# design 1

Design 1, cell classes on the final placement:
(3 px per um) Fill, decap, tap and diode cells in grey.
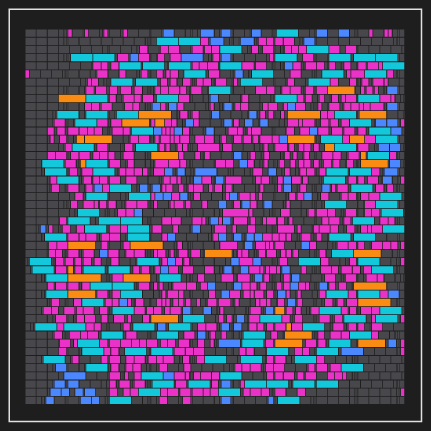
Design 1, clock nets:
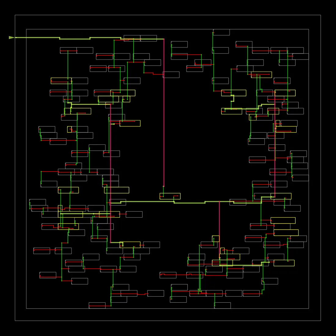
===== config.mk =====
export PLATFORM = sky130hd
export DESIGN_NAME = memory_bank_io
export DESIGN_NICKNAME = d
export VERILOG_FILES = /design/src/rtl/memory_bank_pkg.sv /design/src/rtl/memory_bank_io_scan_word_reg.sv /design/src/rtl/memory_bank_io.sv
export SDC_FILE = /design/constraint.sdc
export NUM_CORES = 1
export LEC_CHECK = 0
export CAP_MARGIN = 20
export CORE_MARGIN = 5
export CORE_UTILIZATION = 50
export DETAILED_ROUTE_END_ITERATION = 8
export PLACE_DENSITY = 0.72
export SKIP_LAST_GASP = 1
export SLEW_MARGIN = 25
export SYNTH_ARGS = -nofsm -noshare
export SYNTH_HDL_FRONTEND = slang
export SYNTH_HIERARCHICAL = 1
export SYNTH_SLANG_ARGS = --single-unit

===== constraint.sdc =====
create_clock -name clk -period 3.7 [get_ports clk]
set_input_delay 0.74 -clock clk [delete_from_list [all_inputs] [get_ports clk]]
set_output_delay 0.74 -clock clk [all_outputs]
set_load 0.01 [all_outputs]

===== src/rtl/memory_bank_pkg.sv =====
// memory_bank_pkg: shared address offsets, scan-chain length and parameter checks for memory_bank_io.
package memory_bank_pkg;

  // IO and status registers sit directly above the last memory word.
  localparam int unsigned IO_OFFSET   = 0;
  localparam int unsigned STAT_OFFSET = 1;

  function automatic int unsigned chain_len(
    input int unsigned mem_size,
    input int unsigned data_width,
    input int unsigned num_in,
    input int unsigned num_out,
    input int unsigned key_width,
    input bit          key_en
  );
    return mem_size * data_width + 2 * num_in + num_out + (key_en ? key_width : 0);
  endfunction

  function automatic bit params_ok(
    input int unsigned addr_width,
    input int unsigned data_width,
    input int unsigned mem_size,
    input int unsigned num_in,
    input int unsigned num_out
  );
    return (mem_size + 2 <= (1 << addr_width)) &&
           (num_in >= 1) && (num_in < data_width) &&
           (num_out == data_width - num_in);
  endfunction

endpackage


===== src/rtl/memory_bank_io_scan_word_reg.sv =====
// scan_word_reg: register with synchronous clear, scan shift (highest priority after reset) and load enable.
module scan_word_reg #(
  parameter int unsigned WIDTH = 8
) (
  input  logic             clk,
  input  logic             rst,
  input  logic             scan_enable,
  input  logic             scan_in,
  input  logic             write_en,
  input  logic [WIDTH-1:0] d,
  output logic [WIDTH-1:0] q,
  output logic             scan_out
);

  logic [WIDTH-1:0] q_d;
  logic [WIDTH-1:0] q_q;
  logic [WIDTH-1:0] shifted;

  if (WIDTH > 1) begin : g_wide
    assign shifted = {q_q[WIDTH-2:0], scan_in};
  end else begin : g_bit
    assign shifted = scan_in;
  end

  always_comb begin
    q_d = q_q;
    if (scan_enable) begin
      q_d = shifted;
    end else if (write_en) begin
      q_d = d;
    end
  end

  always_ff @(posedge clk) begin
    if (rst) begin
      q_q <= '0;
    end else begin
      q_q <= q_d;
    end
  end

  assign q        = q_q;
  assign scan_out = q_q[WIDTH-1];

endmodule


===== src/rtl/memory_bank_io.sv =====
// memory_bank_io: scannable memory bank with a memory-mapped output register and synchronised, edge-flagged inputs.
// Defining MEMBANK_KEY_EN appends a scan-only locking key register as the last chain segment.
module memory_bank_io
  import memory_bank_pkg::*;
#(
  parameter int unsigned           ADDR_WIDTH = 5,
  parameter int unsigned           DATA_WIDTH = 8,
  parameter int unsigned           MEM_SIZE   = 15,
  parameter int unsigned           NUM_IN     = 1,
  parameter int unsigned           NUM_OUT    = 7,
  parameter int unsigned           KEY_WIDTH  = 16,
  parameter logic [DATA_WIDTH-1:0] OOR_VALUE  = DATA_WIDTH'(1)
) (
  input  logic                  clk,
  input  logic                  rst,
  input  logic [ADDR_WIDTH-1:0] address,
  input  logic [DATA_WIDTH-1:0] data_in,
  input  logic                  write_enable,
  output logic [DATA_WIDTH-1:0] data_out,
  input  logic                  scan_enable,
  input  logic                  scan_in,
  output logic                  scan_out,
  input  logic [NUM_IN-1:0]     in_pins,
  output logic [NUM_OUT-1:0]    out_pins,
  output logic [KEY_WIDTH-1:0]  locking_key
);

  localparam logic [ADDR_WIDTH-1:0] IO_ADDR   = ADDR_WIDTH'(MEM_SIZE + IO_OFFSET);
  localparam logic [ADDR_WIDTH-1:0] STAT_ADDR = ADDR_WIDTH'(MEM_SIZE + STAT_OFFSET);

  if (!params_ok(ADDR_WIDTH, DATA_WIDTH, MEM_SIZE, NUM_IN, NUM_OUT)) begin : g_param_err
    $error("memory_bank_io: illegal ADDR_WIDTH/DATA_WIDTH/MEM_SIZE/NUM_IN/NUM_OUT combination");
  end

  logic [DATA_WIDTH-1:0] mem_q [MEM_SIZE];
  logic [MEM_SIZE:0]     mem_chain;
  logic [NUM_IN-1:0]     sync1_d, sync1_q;
  logic [NUM_IN-1:0]     prev_d, prev_q;
  logic [NUM_IN-1:0]     in_sync_q;
  logic [NUM_IN-1:0]     flags_d, flags_q;
  logic [NUM_IN-1:0]     w1c_mask;
  logic [NUM_OUT-1:0]    out_reg_q;
  logic                  in_sync_so, out_reg_so, flags_so;

  assign mem_chain[0] = scan_in;

  for (genvar i = 0; i < MEM_SIZE; i++) begin : g_mem
    scan_word_reg #(.WIDTH(DATA_WIDTH)) u_word (
      .clk         (clk),
      .rst         (rst),
      .scan_enable (scan_enable),
      .scan_in     (mem_chain[i]),
      .write_en    (write_enable && (address == ADDR_WIDTH'(i))),
      .d           (data_in),
      .q           (mem_q[i]),
      .scan_out    (mem_chain[i+1])
    );
  end

  // Set wins over a same-cycle clear; scan priority is applied inside the register.
  always_comb begin
    sync1_d  = in_pins;
    prev_d   = scan_enable ? prev_q : in_sync_q;
    w1c_mask = '0;
    if (write_enable && !scan_enable && (address == STAT_ADDR)) begin
      w1c_mask = data_in[NUM_IN-1:0];
    end
    flags_d = (flags_q & ~w1c_mask) | (in_sync_q & ~prev_q);
  end

  always_ff @(posedge clk) begin
    if (rst) begin
      sync1_q <= '0;
      prev_q  <= '0;
    end else begin
      sync1_q <= sync1_d;
      prev_q  <= prev_d;
    end
  end

  scan_word_reg #(.WIDTH(NUM_IN)) u_in_sync (
    .clk         (clk),
    .rst         (rst),
    .scan_enable (scan_enable),
    .scan_in     (mem_chain[MEM_SIZE]),
    .write_en    (1'b1),
    .d           (sync1_q),
    .q           (in_sync_q),
    .scan_out    (in_sync_so)
  );

  scan_word_reg #(.WIDTH(NUM_OUT)) u_out_reg (
    .clk         (clk),
    .rst         (rst),
    .scan_enable (scan_enable),
    .scan_in     (in_sync_so),
    .write_en    (write_enable && (address == IO_ADDR)),
    .d           (data_in[DATA_WIDTH-1:NUM_IN]),
    .q           (out_reg_q),
    .scan_out    (out_reg_so)
  );

  scan_word_reg #(.WIDTH(NUM_IN)) u_flags (
    .clk         (clk),
    .rst         (rst),
    .scan_enable (scan_enable),
    .scan_in     (out_reg_so),
    .write_en    (1'b1),
    .d           (flags_d),
    .q           (flags_q),
    .scan_out    (flags_so)
  );

`ifdef MEMBANK_KEY_EN
  logic [KEY_WIDTH-1:0] key_q;
  logic                 key_so;

  scan_word_reg #(.WIDTH(KEY_WIDTH)) u_key (
    .clk         (clk),
    .rst         (rst),
    .scan_enable (scan_enable),
    .scan_in     (flags_so),
    .write_en    (1'b0),
    .d           ('0),
    .q           (key_q),
    .scan_out    (key_so)
  );

  assign locking_key = key_q;
  assign scan_out    = key_so;
`else
  assign locking_key = '0;
  assign scan_out    = flags_so;
`endif

  always_comb begin
    data_out = OOR_VALUE;
    for (int unsigned i = 0; i < MEM_SIZE; i++) begin
      if (address == ADDR_WIDTH'(i)) begin
        data_out = mem_q[i];
      end
    end
    if (address == IO_ADDR) begin
      data_out = {out_reg_q, in_sync_q};
    end
    if (address == STAT_ADDR) begin
      data_out = {{(DATA_WIDTH-NUM_IN){1'b0}}, flags_q};
    end
  end

  assign out_pins = out_reg_q;

endmodule


==> notes.md <==
Physical design

Counting distinct cell types in the post-synthesis netlist gives approximately 70. The total die area stands at 18700 sq um. The max-slew check reports its worst relative slack as 30.6%. The logic depth of the worst path, buffers included stands at 9.

The arrival time at the worst endpoint stands at approximately 2800 ps. Looking at the critical path, the highest net fanout was 12. The number of clock sinks came to ~130. By startpoint and endpoint, the worst setup path is classified as in -> out. In this design, the critical path's most frequently occurring cell is sky130_fd_sc_hd__buf_12. The completed layout was analyzed and its total power is 4.14 mW. STA puts the critical path data required time at 2960 ps.

The number of buffers added on ports stands at 34. Leaving out fill and tap cells, the most frequent cells in the layout are sky130_fd_sc_hd__mux2i_1 (143), sky130_fd_sc_hd__nor2b_1 (137), sky130_fd_sc_hd__dfxtp_1 (131). The longest incremental delay of any stage on the critical path is reported as 510 ps.

Per STA, the worst path accumulates the most delay in the family buffers and inverters. The run finished with clean final reports. The number of global-route vias before repair stands at 6969.

Counting flops and latches in the post-synthesis netlist gives 131. Looking at the clock tree report, the H-tree level count equals 4. The number of buffers added for setup after CTS stands at 0. The total standard cell area after synthesis stands at 8060 sq um. STA reports a reg2reg setup slack of 2620 ps. The switching power as a share of total power stands at 26.6%. Looking at the reg2reg group, the worst path starts from u_in_sync/q$_SDFFE_PP0P_. TritonCTS built the clock tree. STA classifies the critical path startpoint as an input pin. In the synthesized netlist, mux cells make up 18.0% of the area. The synthesis report gives the async set-or-reset register share as 0%.

According to the timing report, the critical path is captured at data_out[3]. The post-detailed-placement half-perimeter wirelength stands at between 15000 and 20000 um. STA classifies the critical path endpoint as an output port. The synthesized netlist devotes 0% of its cell area to adder and majority cells.
About 'cell classes on the final placement' of design 1:
Key: cyan = flip-flops [cells 131, share of their area 28%]; blue = other buffers and delay cells [cells 119, share of their area 11%]; orange = clock drivers and dummy loads [cells 32, share of their area 7.3%]; magenta = all other logic [cells 686, share of their area 53%]
FP Rows: 46
Core Util, Final: 60.1%
post-route cell area: 9510 sq um
sequential fraction of total cell area: 27.6%
core area: 15800 sq um

About 'clock nets' of design 1:
number of CTS-inserted buffers: 17
power consumed by the clock network: 1.94 mW

final cells by class:
| type | count | area [sq um] |
|---|---|---|
| clock buffer | 18 | 439 |
| clock inverter | 14 | 234 |
| fill | 1393 | 6310 |
| inverter | 27 | 105 |
| multi-input combinational | 659 | 4810 |
| sequential | 131 | 2620 |
| tap | 216 | 270 |
| timing repair buffer | 119 | 1030 |
per-layer routing:
metal  vias up  track usage, %  share of wire, %
li1       3371               -                 -
met3        77            6.36               6.5
met5         -               0                 0
met4         0            13.9               4.1
met2       297            43.0                45
met1      3532            38.8                45

# design 2

`config.mk`:
```
export PLATFORM = sky130hd
export DESIGN_NAME = vga_scan_timing
export DESIGN_NICKNAME = d
export VERILOG_FILES = /design/src/rtl/vga_timing_pkg.sv /design/src/rtl/sync_delay_line.sv /design/src/rtl/vga_scan_timing.sv
export SDC_FILE = /design/constraint.sdc
export NUM_CORES = 1
export LEC_CHECK = 0
export CAP_MARGIN = 0
export CORE_MARGIN = 2
export CORE_UTILIZATION = 25
export CTS_BUF_LIST = sky130_fd_sc_hd__clkbuf_16
export DETAILED_ROUTE_END_ITERATION = 7
export HOLD_SLACK_MARGIN = 0.08
export PLACE_DENSITY = 0.42
export SLEW_MARGIN = 10
export SYNTH_ARGS = -nofsm -noshare
export SYNTH_HDL_FRONTEND = slang
export SYNTH_SLANG_ARGS = --single-unit
```
`constraint.sdc`:
```
create_clock -name vga_clk -period 2.7 [get_ports vga_clk]
set_clock_uncertainty 0.05 [all_clocks]
set_input_delay 0.54 -clock vga_clk [delete_from_list [all_inputs] [get_ports vga_clk]]
set_output_delay 0.54 -clock vga_clk [all_outputs]
set_load 0.1 [all_outputs]
```
`src/rtl/vga_timing_pkg.sv`:
```
// vga_timing_pkg: 640x480@60 timing constants and the renderer pixel type.
package vga_timing_pkg;

    localparam int H_ACTIVE = 640;
    localparam int H_FP     = 16;
    localparam int H_SYNC   = 96;
    localparam int H_BP     = 48;
    localparam int V_ACTIVE = 480;
    localparam int V_FP     = 10;
    localparam int V_SYNC   = 2;
    localparam int V_BP     = 33;

    localparam int H_TOTAL      = H_ACTIVE + H_FP + H_SYNC + H_BP;
    localparam int V_TOTAL      = V_ACTIVE + V_FP + V_SYNC + V_BP;
    localparam int H_SYNC_START = H_ACTIVE + H_FP;
    localparam int H_SYNC_END   = H_SYNC_START + H_SYNC;
    localparam int V_SYNC_START = V_ACTIVE + V_FP;
    localparam int V_SYNC_END   = V_SYNC_START + V_SYNC;

    typedef logic [11:0] pixel_t;

endpackage

```
`src/rtl/sync_delay_line.sv`:
```
// sync_delay_line: DEPTH-stage shift register with synchronous active-low clear to RST_VAL.
module sync_delay_line
    import vga_timing_pkg::*;
#(
    parameter int                WIDTH   = 1,
    parameter int                DEPTH   = 1,
    parameter logic [WIDTH-1:0]  RST_VAL = '0
) (
    input  logic             clk,
    input  logic             clrn,
    input  logic [WIDTH-1:0] d,
    output logic [WIDTH-1:0] q
);

    logic [WIDTH-1:0] stage [DEPTH];

    always_ff @(posedge clk) begin
        for (int i = DEPTH - 1; i > 0; i--)
            stage[i] <= clrn ? stage[i-1] : RST_VAL;
        stage[0] <= clrn ? d : RST_VAL;
    end

    assign q = stage[DEPTH-1];

endmodule

```
`src/rtl/vga_scan_timing.sv`:
```
// vga_scan_timing: VGA scan counters, pixel-request addressing and latency-matched sync/RGB outputs.
module vga_scan_timing
    import vga_timing_pkg::*;
#(
    parameter int H_ACTIVE = vga_timing_pkg::H_ACTIVE,
    parameter int H_FP     = vga_timing_pkg::H_FP,
    parameter int H_SYNC   = vga_timing_pkg::H_SYNC,
    parameter int H_BP     = vga_timing_pkg::H_BP,
    parameter int V_ACTIVE = vga_timing_pkg::V_ACTIVE,
    parameter int V_FP     = vga_timing_pkg::V_FP,
    parameter int V_SYNC   = vga_timing_pkg::V_SYNC,
    parameter int V_BP     = vga_timing_pkg::V_BP,
    parameter int PIPE     = 2
) (
    input  logic       vga_clk,
    input  logic       clrn,
    input  pixel_t     d_in,
    output logic [9:0] col_addr,
    output logic [8:0] row_addr,
    output logic       rdn,
    output logic       frame_start,
    output logic [3:0] r,
    output logic [3:0] g,
    output logic [3:0] b,
    output logic       hs,
    output logic       vs
);

    localparam int H_TOTAL      = H_ACTIVE + H_FP + H_SYNC + H_BP;
    localparam int V_TOTAL      = V_ACTIVE + V_FP + V_SYNC + V_BP;
    localparam int H_SYNC_START = H_ACTIVE + H_FP;
    localparam int H_SYNC_END   = H_SYNC_START + H_SYNC;
    localparam int V_SYNC_START = V_ACTIVE + V_FP;
    localparam int V_SYNC_END   = V_SYNC_START + V_SYNC;

    logic [9:0] h_count, v_count, h_next, v_next;
    logic       run, act_next, hs_raw, vs_raw;
    logic [2:0] dl_q;
    pixel_t     rgb;

    // The first enabled edge after reset holds the counters at 0,0 so frame_start fires in that cycle.
    always_comb begin
        h_next   = (!run || h_count == 10'(H_TOTAL - 1)) ? 10'd0 : h_count + 10'd1;
        v_next   = !run ? 10'd0 :
                   h_count != 10'(H_TOTAL - 1) ? v_count :
                   v_count == 10'(V_TOTAL - 1) ? 10'd0 : v_count + 10'd1;
        act_next = h_next < 10'(H_ACTIVE) && v_next < 10'(V_ACTIVE);
    end

    always_ff @(posedge vga_clk) begin
        if (!clrn) begin
            h_count     <= '0;
            v_count     <= '0;
            run         <= 1'b0;
            col_addr    <= '0;
            row_addr    <= '0;
            rdn         <= 1'b1;
            frame_start <= 1'b0;
            hs_raw      <= 1'b1;
            vs_raw      <= 1'b1;
            rgb         <= '0;
        end else begin
            h_count     <= h_next;
            v_count     <= v_next;
            run         <= 1'b1;
            col_addr    <= act_next ? h_next : 10'd0;
            row_addr    <= act_next ? v_next[8:0] : 9'd0;
            rdn         <= !act_next;
            frame_start <= h_next == 10'd0 && v_next == 10'd0;
            hs_raw      <= !(h_next >= 10'(H_SYNC_START) && h_next < 10'(H_SYNC_END));
            vs_raw      <= !(v_next >= 10'(V_SYNC_START) && v_next < 10'(V_SYNC_END));
            rgb         <= dl_q[0] ? d_in : '0;
        end
    end

    // Active enters one cycle early (act_next) so its delayed copy gates the RGB register on the sampling edge.
    sync_delay_line #(
        .WIDTH  (3),
        .DEPTH  (PIPE),
        .RST_VAL(3'b110)
    ) u_sync_delay (
        .clk (vga_clk),
        .clrn(clrn),
        .d   ({hs_raw, vs_raw, act_next}),
        .q   (dl_q)
    );

    assign {hs, vs}  = dl_q[2:1];
    assign {r, g, b} = rgb;

endmodule
```
Design 2, clock nets:
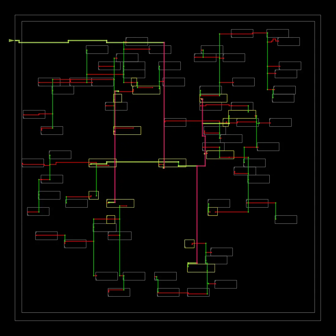
clock sink count: 62
power consumed by the clock network: 1.05 mW

Design 2, clock distribution:
(6 px per um)
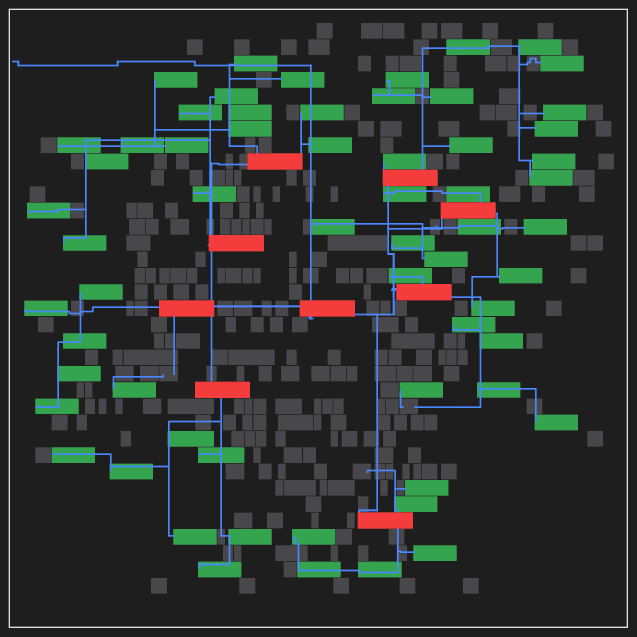
Key: green = flip-flops [count 62]; red = cells driving clock nets [count 9]; blue = clock wires [length 915 um]
Position of the flops: all over the die.

==> notes.md <==
Physical design

The run finished with clean final reports. Per the OpenROAD timing report, the critical path contains 6 cells. The synthesized netlist occupies a cell area of 2440 sq um. The data arrival time reported for the critical path is 2730 ps. The timing-limited maximum frequency stands at 391 MHz. The clock insertion delay at the later pin of the skew report stands at around 330 ps. Signal routing reaches up to met4. Endpoints failing hold in the final report were tallied at 0. The number of antenna violations at the first check in global routing came to 0. The number of H-tree levels stands at 3.

The worst-case setup margin in the final layout stands at 142 ps. Among cell families on the critical path, the largest total delay comes from simple AND/OR/NAND/NOR gates. Entering global routing, the biggest net connects 25 pins. The global router's overall resource usage stands at 12.5%. TritonCTS built the clock tree. The most common logic cell in the final layout is sky130_fd_sc_hd__dfxtp_1.

For this design the total switching power over the nets is about 0.53 mW. For this design the top-level I/O count stands at 49. The final number of max-transition violations stands at 0. The most common cell in the synthesized netlist is sky130_fd_sc_hd__dfxtp_1. The post-synthesis share of cell area spent on xor and xnor gates stands at 3.23%. On the critical path, the stage with the largest delay is an instance of sky130_fd_sc_hd__or4_1. The instance area after placement stands at approximately 3100 sq um.

For the finished layout, the period the worst path requires is 2560 ps. The final clock period utilization by the worst path stands at 94.7%. Along the worst hold path, the cell count comes to 1. sky130_fd_sc_hd__dfxtp_1 takes more of the synthesized area than any other cell. The wire-length estimate of the detail-placed layout is 4650 um.

Dividing total power by cell area gives a power density of between 600 and 700 nW/um^2. The number of hold-repair buffers added at the cts stage stands at 0. For reference, the critical path is captured by frame_start$_SDFF_PN0_.

A synthesized cell averages a little over 9 sq um. For the sequential group, total power comes out at about 0.94 mW. The critical path goes through nor3_1 -> nand3_1 -> or3_1 -> mux2i_1 -> or4_1 -> a2111oi_4. The count of flip-flops with a built-in enable after synthesis stands at 0.

Cells with a size suffix above 1 make up 24.4% of the layout. The worst-case register-to-register setup slack stands at 140 ps. The register with the most flip-flops in the layout has 12 of them. The layout net count stands at around 340.

The starting density of the core stands at between 20% and 30%. According to the floorplan report, the die width is approximately 100 um. The total combinational power stands at 0.130 mW. The path class of the tightest hold or removal check is reg -> reg. Global routing used 16.3% of the available met1 tracks.

The global route stage reports its total congestion overflow as 0.
Design 2, cell classes on the final placement:
(4 px per um) Fill, decap, tap and diode cells in grey.
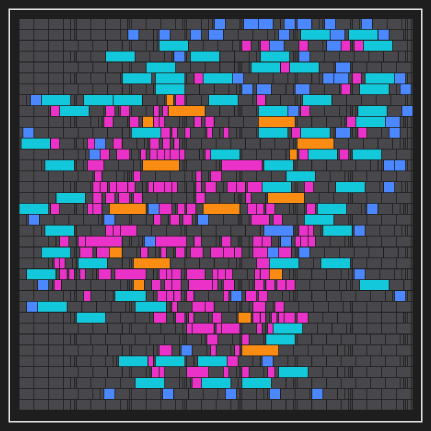
Key: orange = clock drivers and dummy loads [cells 16, share of their area 8.6%]; blue = other buffers and delay cells [cells 62, share of their area 16%]; magenta = all other logic [cells 188, share of their area 37%]; cyan = flip-flops [cells 62, share of their area 39%]

## area by class of cell
type,instances,area (sq um),share of cell area (%)
multi-input combinational,178,1160,34.2
clock inverter,7,51.3,1.51
inverter,10,37.5,1.11
tap,133,166,4.90
sequential,62,1240,36.6
timing repair buffer,62,510,15.0
clock buffer,9,225,6.63
## kinds of logic (layout without fill, tap and decap cells)
family	after synthesis	count (layout)
compound gates	28	28
xor+xnor	9	9
fa+ha+maj	3	3
buf+inv	23	88
flops	62	62
mux	1	1
simple gates	137	137

# design 3

Design 3, the metal 2 layer:
(6 px per um) Cells faint in the background.
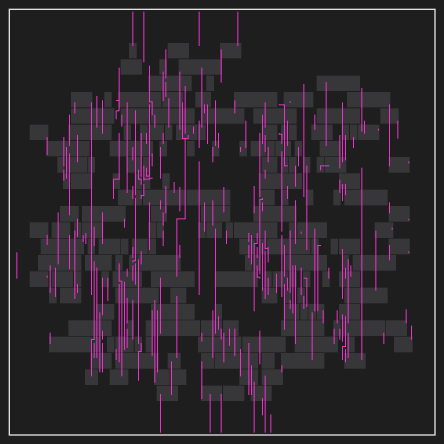
Design 3, cell classes on the final placement:
(6 px per um) Fill, decap, tap and diode cells in grey.
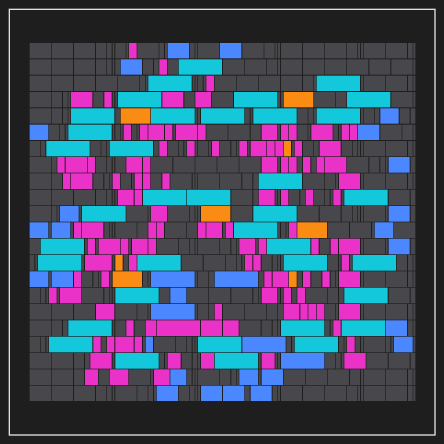
--- src/rtl/deser_pkg.sv ---
// rtl/deser_pkg.sv - shared types and constants for the 1-to-16 deserializer
//
// Purpose: word width, the default alignment pattern and the HUNT/LOCKED
// state encoding used by deserializer_1_to_16 and deser_sync_detect.

package deser_pkg;

  localparam int WORD_W = 16;

  localparam logic [15:0] SYNC_WORD_DEFAULT = 16'hF628;

  typedef enum logic {
    HUNT   = 1'b0,
    LOCKED = 1'b1
  } state_t;

endpackage

--- src/rtl/deser_sync_detect.sv ---
// rtl/deser_sync_detect.sv - sliding 16-bit window and alignment pattern comparator
//
// Purpose: shifts each qualified serial bit into a 16-bit window and flags the
// cycle on which the updated window equals SYNC_WORD.
// Ports:
//   clk       - clock, rising edge
//   rst_n     - synchronous active-low reset, clears the window
//   bit_in    - serial data bit
//   bit_valid - shift enable (the top gates this to HUNT only)
//   clear     - empties the window; wins over a shift on the same edge
//   match     - combinational, high when the window including this bit is SYNC_WORD

module deser_sync_detect
  import deser_pkg::*;
#(
  parameter logic [15:0] SYNC_WORD = SYNC_WORD_DEFAULT
) (
  input  logic clk,
  input  logic rst_n,
  input  logic bit_in,
  input  logic bit_valid,
  input  logic clear,
  output logic match
);

  logic [15:0] window;
  logic [15:0] window_next;

  assign window_next = {window[14:0], bit_in};

  // Match looks at the window as it will be after this bit, so the top can
  // change state on the same edge that shifts in the final sync bit.
  assign match = bit_valid && !clear && (window_next == SYNC_WORD);

  always_ff @(posedge clk) begin
    if (!rst_n) begin
      window <= 16'h0000;
    end else if (clear) begin
      window <= 16'h0000;
    end else if (bit_valid) begin
      window <= window_next;
    end
  end

endmodule

--- src/rtl/deserializer_1_to_16.sv ---
// rtl/deserializer_1_to_16.sv - serial to 16-bit word deserializer with sync-word alignment
//
// Purpose: assembles MSB-first serial bits into 16-bit words. With
// DESER_SYNC_EN defined the block hunts for SYNC_WORD before locking onto
// word boundaries; without it the block is locked from reset and the first
// valid bit after reset starts word 0.
// Ports:
//   clk        - clock, rising edge
//   rst_n      - synchronous active-low reset
//   bit_in     - serial data, MSB first
//   bit_valid  - bit_in qualifier
//   realign    - one-cycle request to drop lock and re-hunt
//   data_out   - assembled word, first received bit at [15]
//   data_valid - data_out holds an unconsumed word
//   data_ready - consumer accept
//   locked     - FSM is in LOCKED
//   overrun    - sticky, a word was overwritten before it was accepted

module deserializer_1_to_16
  import deser_pkg::*;
#(
  parameter logic [15:0] SYNC_WORD = SYNC_WORD_DEFAULT,
  parameter int          WORD_W    = deser_pkg::WORD_W
) (
  input  logic              clk,
  input  logic              rst_n,
  input  logic              bit_in,
  input  logic              bit_valid,
  input  logic              realign,
  output logic [WORD_W-1:0] data_out,
  output logic              data_valid,
  input  logic              data_ready,
  output logic              locked,
  output logic              overrun
);

  state_t            state_q;
  state_t            state_d;
  logic [3:0]        bit_cnt;
  logic [WORD_W-1:0] asm_q;
  logic [WORD_W-1:0] word_next;
  logic              sync_match;
  logic              word_done;
  logic              transfer;

`ifdef DESER_SYNC_EN
  localparam state_t RESET_STATE = HUNT;

  deser_sync_detect #(
    .SYNC_WORD (SYNC_WORD)
  ) u_sync_detect (
    .clk       (clk),
    .rst_n     (rst_n),
    .bit_in    (bit_in),
    .bit_valid (bit_valid && (state_q == HUNT)),
    .clear     (realign),
    .match     (sync_match)
  );
`else
  localparam state_t RESET_STATE = LOCKED;

  // Alignment pattern has no role when the block is always locked.
  logic unused_sync_cfg;
  assign unused_sync_cfg = ^SYNC_WORD;
  assign sync_match      = 1'b0;
`endif

  always_ff @(posedge clk) begin
    if (!rst_n) begin
      state_q <= RESET_STATE;
    end else begin
      state_q <= state_d;
    end
  end

  always_comb begin
    state_d = state_q;
    case (state_q)
      HUNT: begin
        if (!realign && sync_match) begin
          state_d = LOCKED;
        end
      end
      LOCKED: begin
        if (realign) begin
          state_d = RESET_STATE;
        end
      end
      default: state_d = RESET_STATE;
    endcase
  end

  assign locked    = (state_q == LOCKED);
  assign word_next = {asm_q[WORD_W-2:0], bit_in};
  assign transfer  = data_valid && data_ready;

  // Realign wins over the bit that would have completed a word.
  assign word_done = (state_q == LOCKED) && bit_valid && !realign &&
                     (bit_cnt == 4'(WORD_W - 1));

  always_ff @(posedge clk) begin
    if (!rst_n) begin
      bit_cnt    <= 4'd0;
      asm_q      <= '0;
      data_out   <= '0;
      data_valid <= 1'b0;
      overrun    <= 1'b0;
    end else begin
      if (realign) begin
        bit_cnt <= 4'd0;
        overrun <= 1'b0;
      end else if ((state_q == LOCKED) && bit_valid) begin
        asm_q   <= word_next;
        bit_cnt <= bit_cnt + 4'd1;
      end else if ((state_q == HUNT) && sync_match) begin
        bit_cnt <= 4'd0;
      end

      // A word landing on the accept edge keeps data_valid high with the new word.
      if (word_done) begin
        data_out   <= word_next;
        data_valid <= 1'b1;
        if (data_valid && !data_ready) begin
          overrun <= 1'b1;
        end
      end else if (transfer) begin
        data_valid <= 1'b0;
      end
    end
  end

endmodule

--- config.mk ---
export PLATFORM = sky130hd
export DESIGN_NAME = deserializer_1_to_16
export DESIGN_NICKNAME = d
export VERILOG_FILES = /design/src/rtl/deser_pkg.sv /design/src/rtl/deser_sync_detect.sv /design/src/rtl/deserializer_1_to_16.sv
export SDC_FILE = /design/constraint.sdc
export NUM_CORES = 1
export LEC_CHECK = 0
export CAP_MARGIN = 5
export CORE_MARGIN = 3
export CORE_UTILIZATION = 35
export CTS_CLUSTER_SIZE = 16
export DETAILED_ROUTE_END_ITERATION = 7
export PLACE_DENSITY = 0.58
export RECOVER_POWER = 50
export SKIP_LAST_GASP = 1
export SYNTH_ARGS = -nofsm -noshare
export SYNTH_HDL_FRONTEND = slang
export SYNTH_HIERARCHICAL = 1
export SYNTH_SLANG_ARGS = --single-unit
--- constraint.sdc ---
create_clock -name clk -period 1.7 [get_ports clk]
set_clock_uncertainty 0.2 [all_clocks]
set_input_delay 0.34 -clock clk [delete_from_list [all_inputs] [get_ports clk]]
set_output_delay 0.34 -clock clk [all_outputs]
set_load 0.01 [all_outputs]
==> notes.md <==
Physical design

The run finished with clean final reports. For this block, the initial DRC count from the detailed router was 59. The first-pass GRT wire length stands at 4770 um. The sequential share of cell area stands at 39.5%. The number of cells after detailed placement stands at 230. The fraction of final cell area spent on clock buffers and inverters in this run is 4.27%. The logic depth of the worst register-to-register path stands at 5. The overall die height stands at 70.7 um. The met3 routing resource usage after global routing stands at 3.84%. Yosys shows that the main logic family after synthesis is simple AND/OR/NAND/NOR gates.

The most used flip-flop cell after synthesis is sky130_fd_sc_hd__dfxtp_1. The synthesized design contains 0 enable-type register cells. The fill cell total of the finished layout stands at 403. In this run the worst setup path begins at realign. For the worst setup path, the data arrival time is 1580 ps. The synthesized flop and latch total stands at 37. According to the Yosys statistics, the synthesized design has a chip area of 1470 sq um.

The non-clock buffer total of the final layout stands at 31. Once layout is complete, the utilization of the core stands at 48.6%. Counting endpoints that fail hold in the final report gives 0. The post-detailed-route wirelength per cell stands at 11.3 um. The total negative setup slack stands at 0 ps. Per the Yosys statistics, synthesis produced between 150 and 200 cells. The number of antenna violations at the first check in global routing stands at 0. The largest buffer count on any clock path stands at 2. The multi-input logic portion of the cell area stands at 34.8%.

The number of global-route vias before repair stands at 1048. The data required time reported for the critical path is between 1500 and 2000 ps. The largest fanout of any net on the critical path stands at 15. The post-synthesis compound-gate area fraction stands at 8.88%. The final weighted congestion recorded by global placement is around 0.75. Pin placement for this block handled 25 I/O pins. The leakage power stands at 0.684 nW. The flop count stands at 37.

The global router's overall resource usage stands at 12.0%. The aggregate global routing overflow stands at 0. The final timing report derives a shortest allowable period of roughly 1600 ps. The synthesis report lists the Yosys warning total as 6. The critical path crosses 5 cells after its start point. The multi-input combinational cells in the finished layout cover a total of 652 sq um. The share of synthesized area occupied by flip-flops and latches stands at roughly 51%. The power report lists the sequential group at 0.873 mW. Per the cell usage report, the commonest logic cells after layout are sky130_fd_sc_hd__nand2_1 (63), sky130_fd_sc_hd__dfxtp_1 (37), sky130_fd_sc_hd__mux2i_1 (17). The internal power stands at around 1.2 mW. At the end of the flow, the number of nets in the layout was a little under 200. The worst hold path cell count stands at 2.

The number of nets produced by synthesis stands at approximately 170. The post-synthesis share of cell area spent on full adders, half adders and majority gates stands at 0.854%. The core area stands at 3850 sq um. Ranked by flip-flop count, first place goes to data_out. The layout-stage area growth over the synthesis result stands at 27.9%.

The count of buffer and inverter cells on the critical path stands at 2. The power share of the sequential group stands at 57.0%. The clock-net power stands at 0.578 mW.

The summed area of non-filler cells in the final layout stands at 1870 sq um. Final hold analysis gives a worst-case slack of 261 ps.
About 'the metal 2 layer' of design 3:
158 nets have wire on it. The longest straight run is 32.0 um.
via count: 1094
DRT Wirelength: 2700 um

About 'cell classes on the final placement' of design 3:
Key: magenta = all other logic [cells 114, share of their area 36%]; orange = clock drivers and dummy loads [cells 8, share of their area 4.4%]; blue = other buffers and delay cells [cells 31, share of their area 19%]; cyan = flip-flops [cells 37, share of their area 41%]

cell usage after synthesis (2+ instances only):
cell type                  instances  area, sq um
sky130_fd_sc_hd__nand2_1          63          236
sky130_fd_sc_hd__buf_2             3         15.0
sky130_fd_sc_hd__nor2_1            4         15.0
sky130_fd_sc_hd__nand2b_1          2         12.5
sky130_fd_sc_hd__clkbuf_1          4         15.0
sky130_fd_sc_hd__a21boi_0          5         37.5
sky130_fd_sc_hd__mux2i_1          17          170
sky130_fd_sc_hd__a21boi_1         10         75.1
sky130_fd_sc_hd__dfxtp_1          37          741
sky130_fd_sc_hd__xor2_1            2         17.5


==> layout pictures side by side <==
Ports around the boundary.
(a)
(3 px per um) Pins as bars across the die edge, other pins in grey.
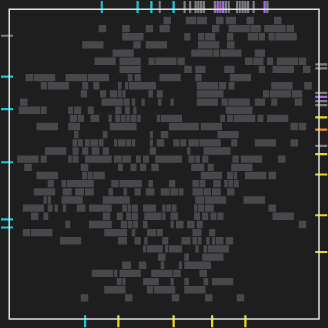
(b)
(2 px per um) Pins as bars across the die edge, other pins in grey.
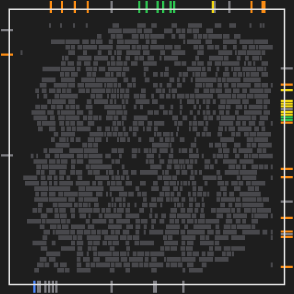
(c)
(4 px per um) Pins as bars across the die edge, other pins in grey.
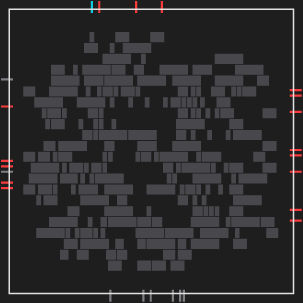
The one with the smallest die is (c).
The one with the largest die is (b).
(a) is design 2.
(c) is design 3.
(b) is design 1.

Power figures rest on the tool's default switching activity, not on a simulated workload.
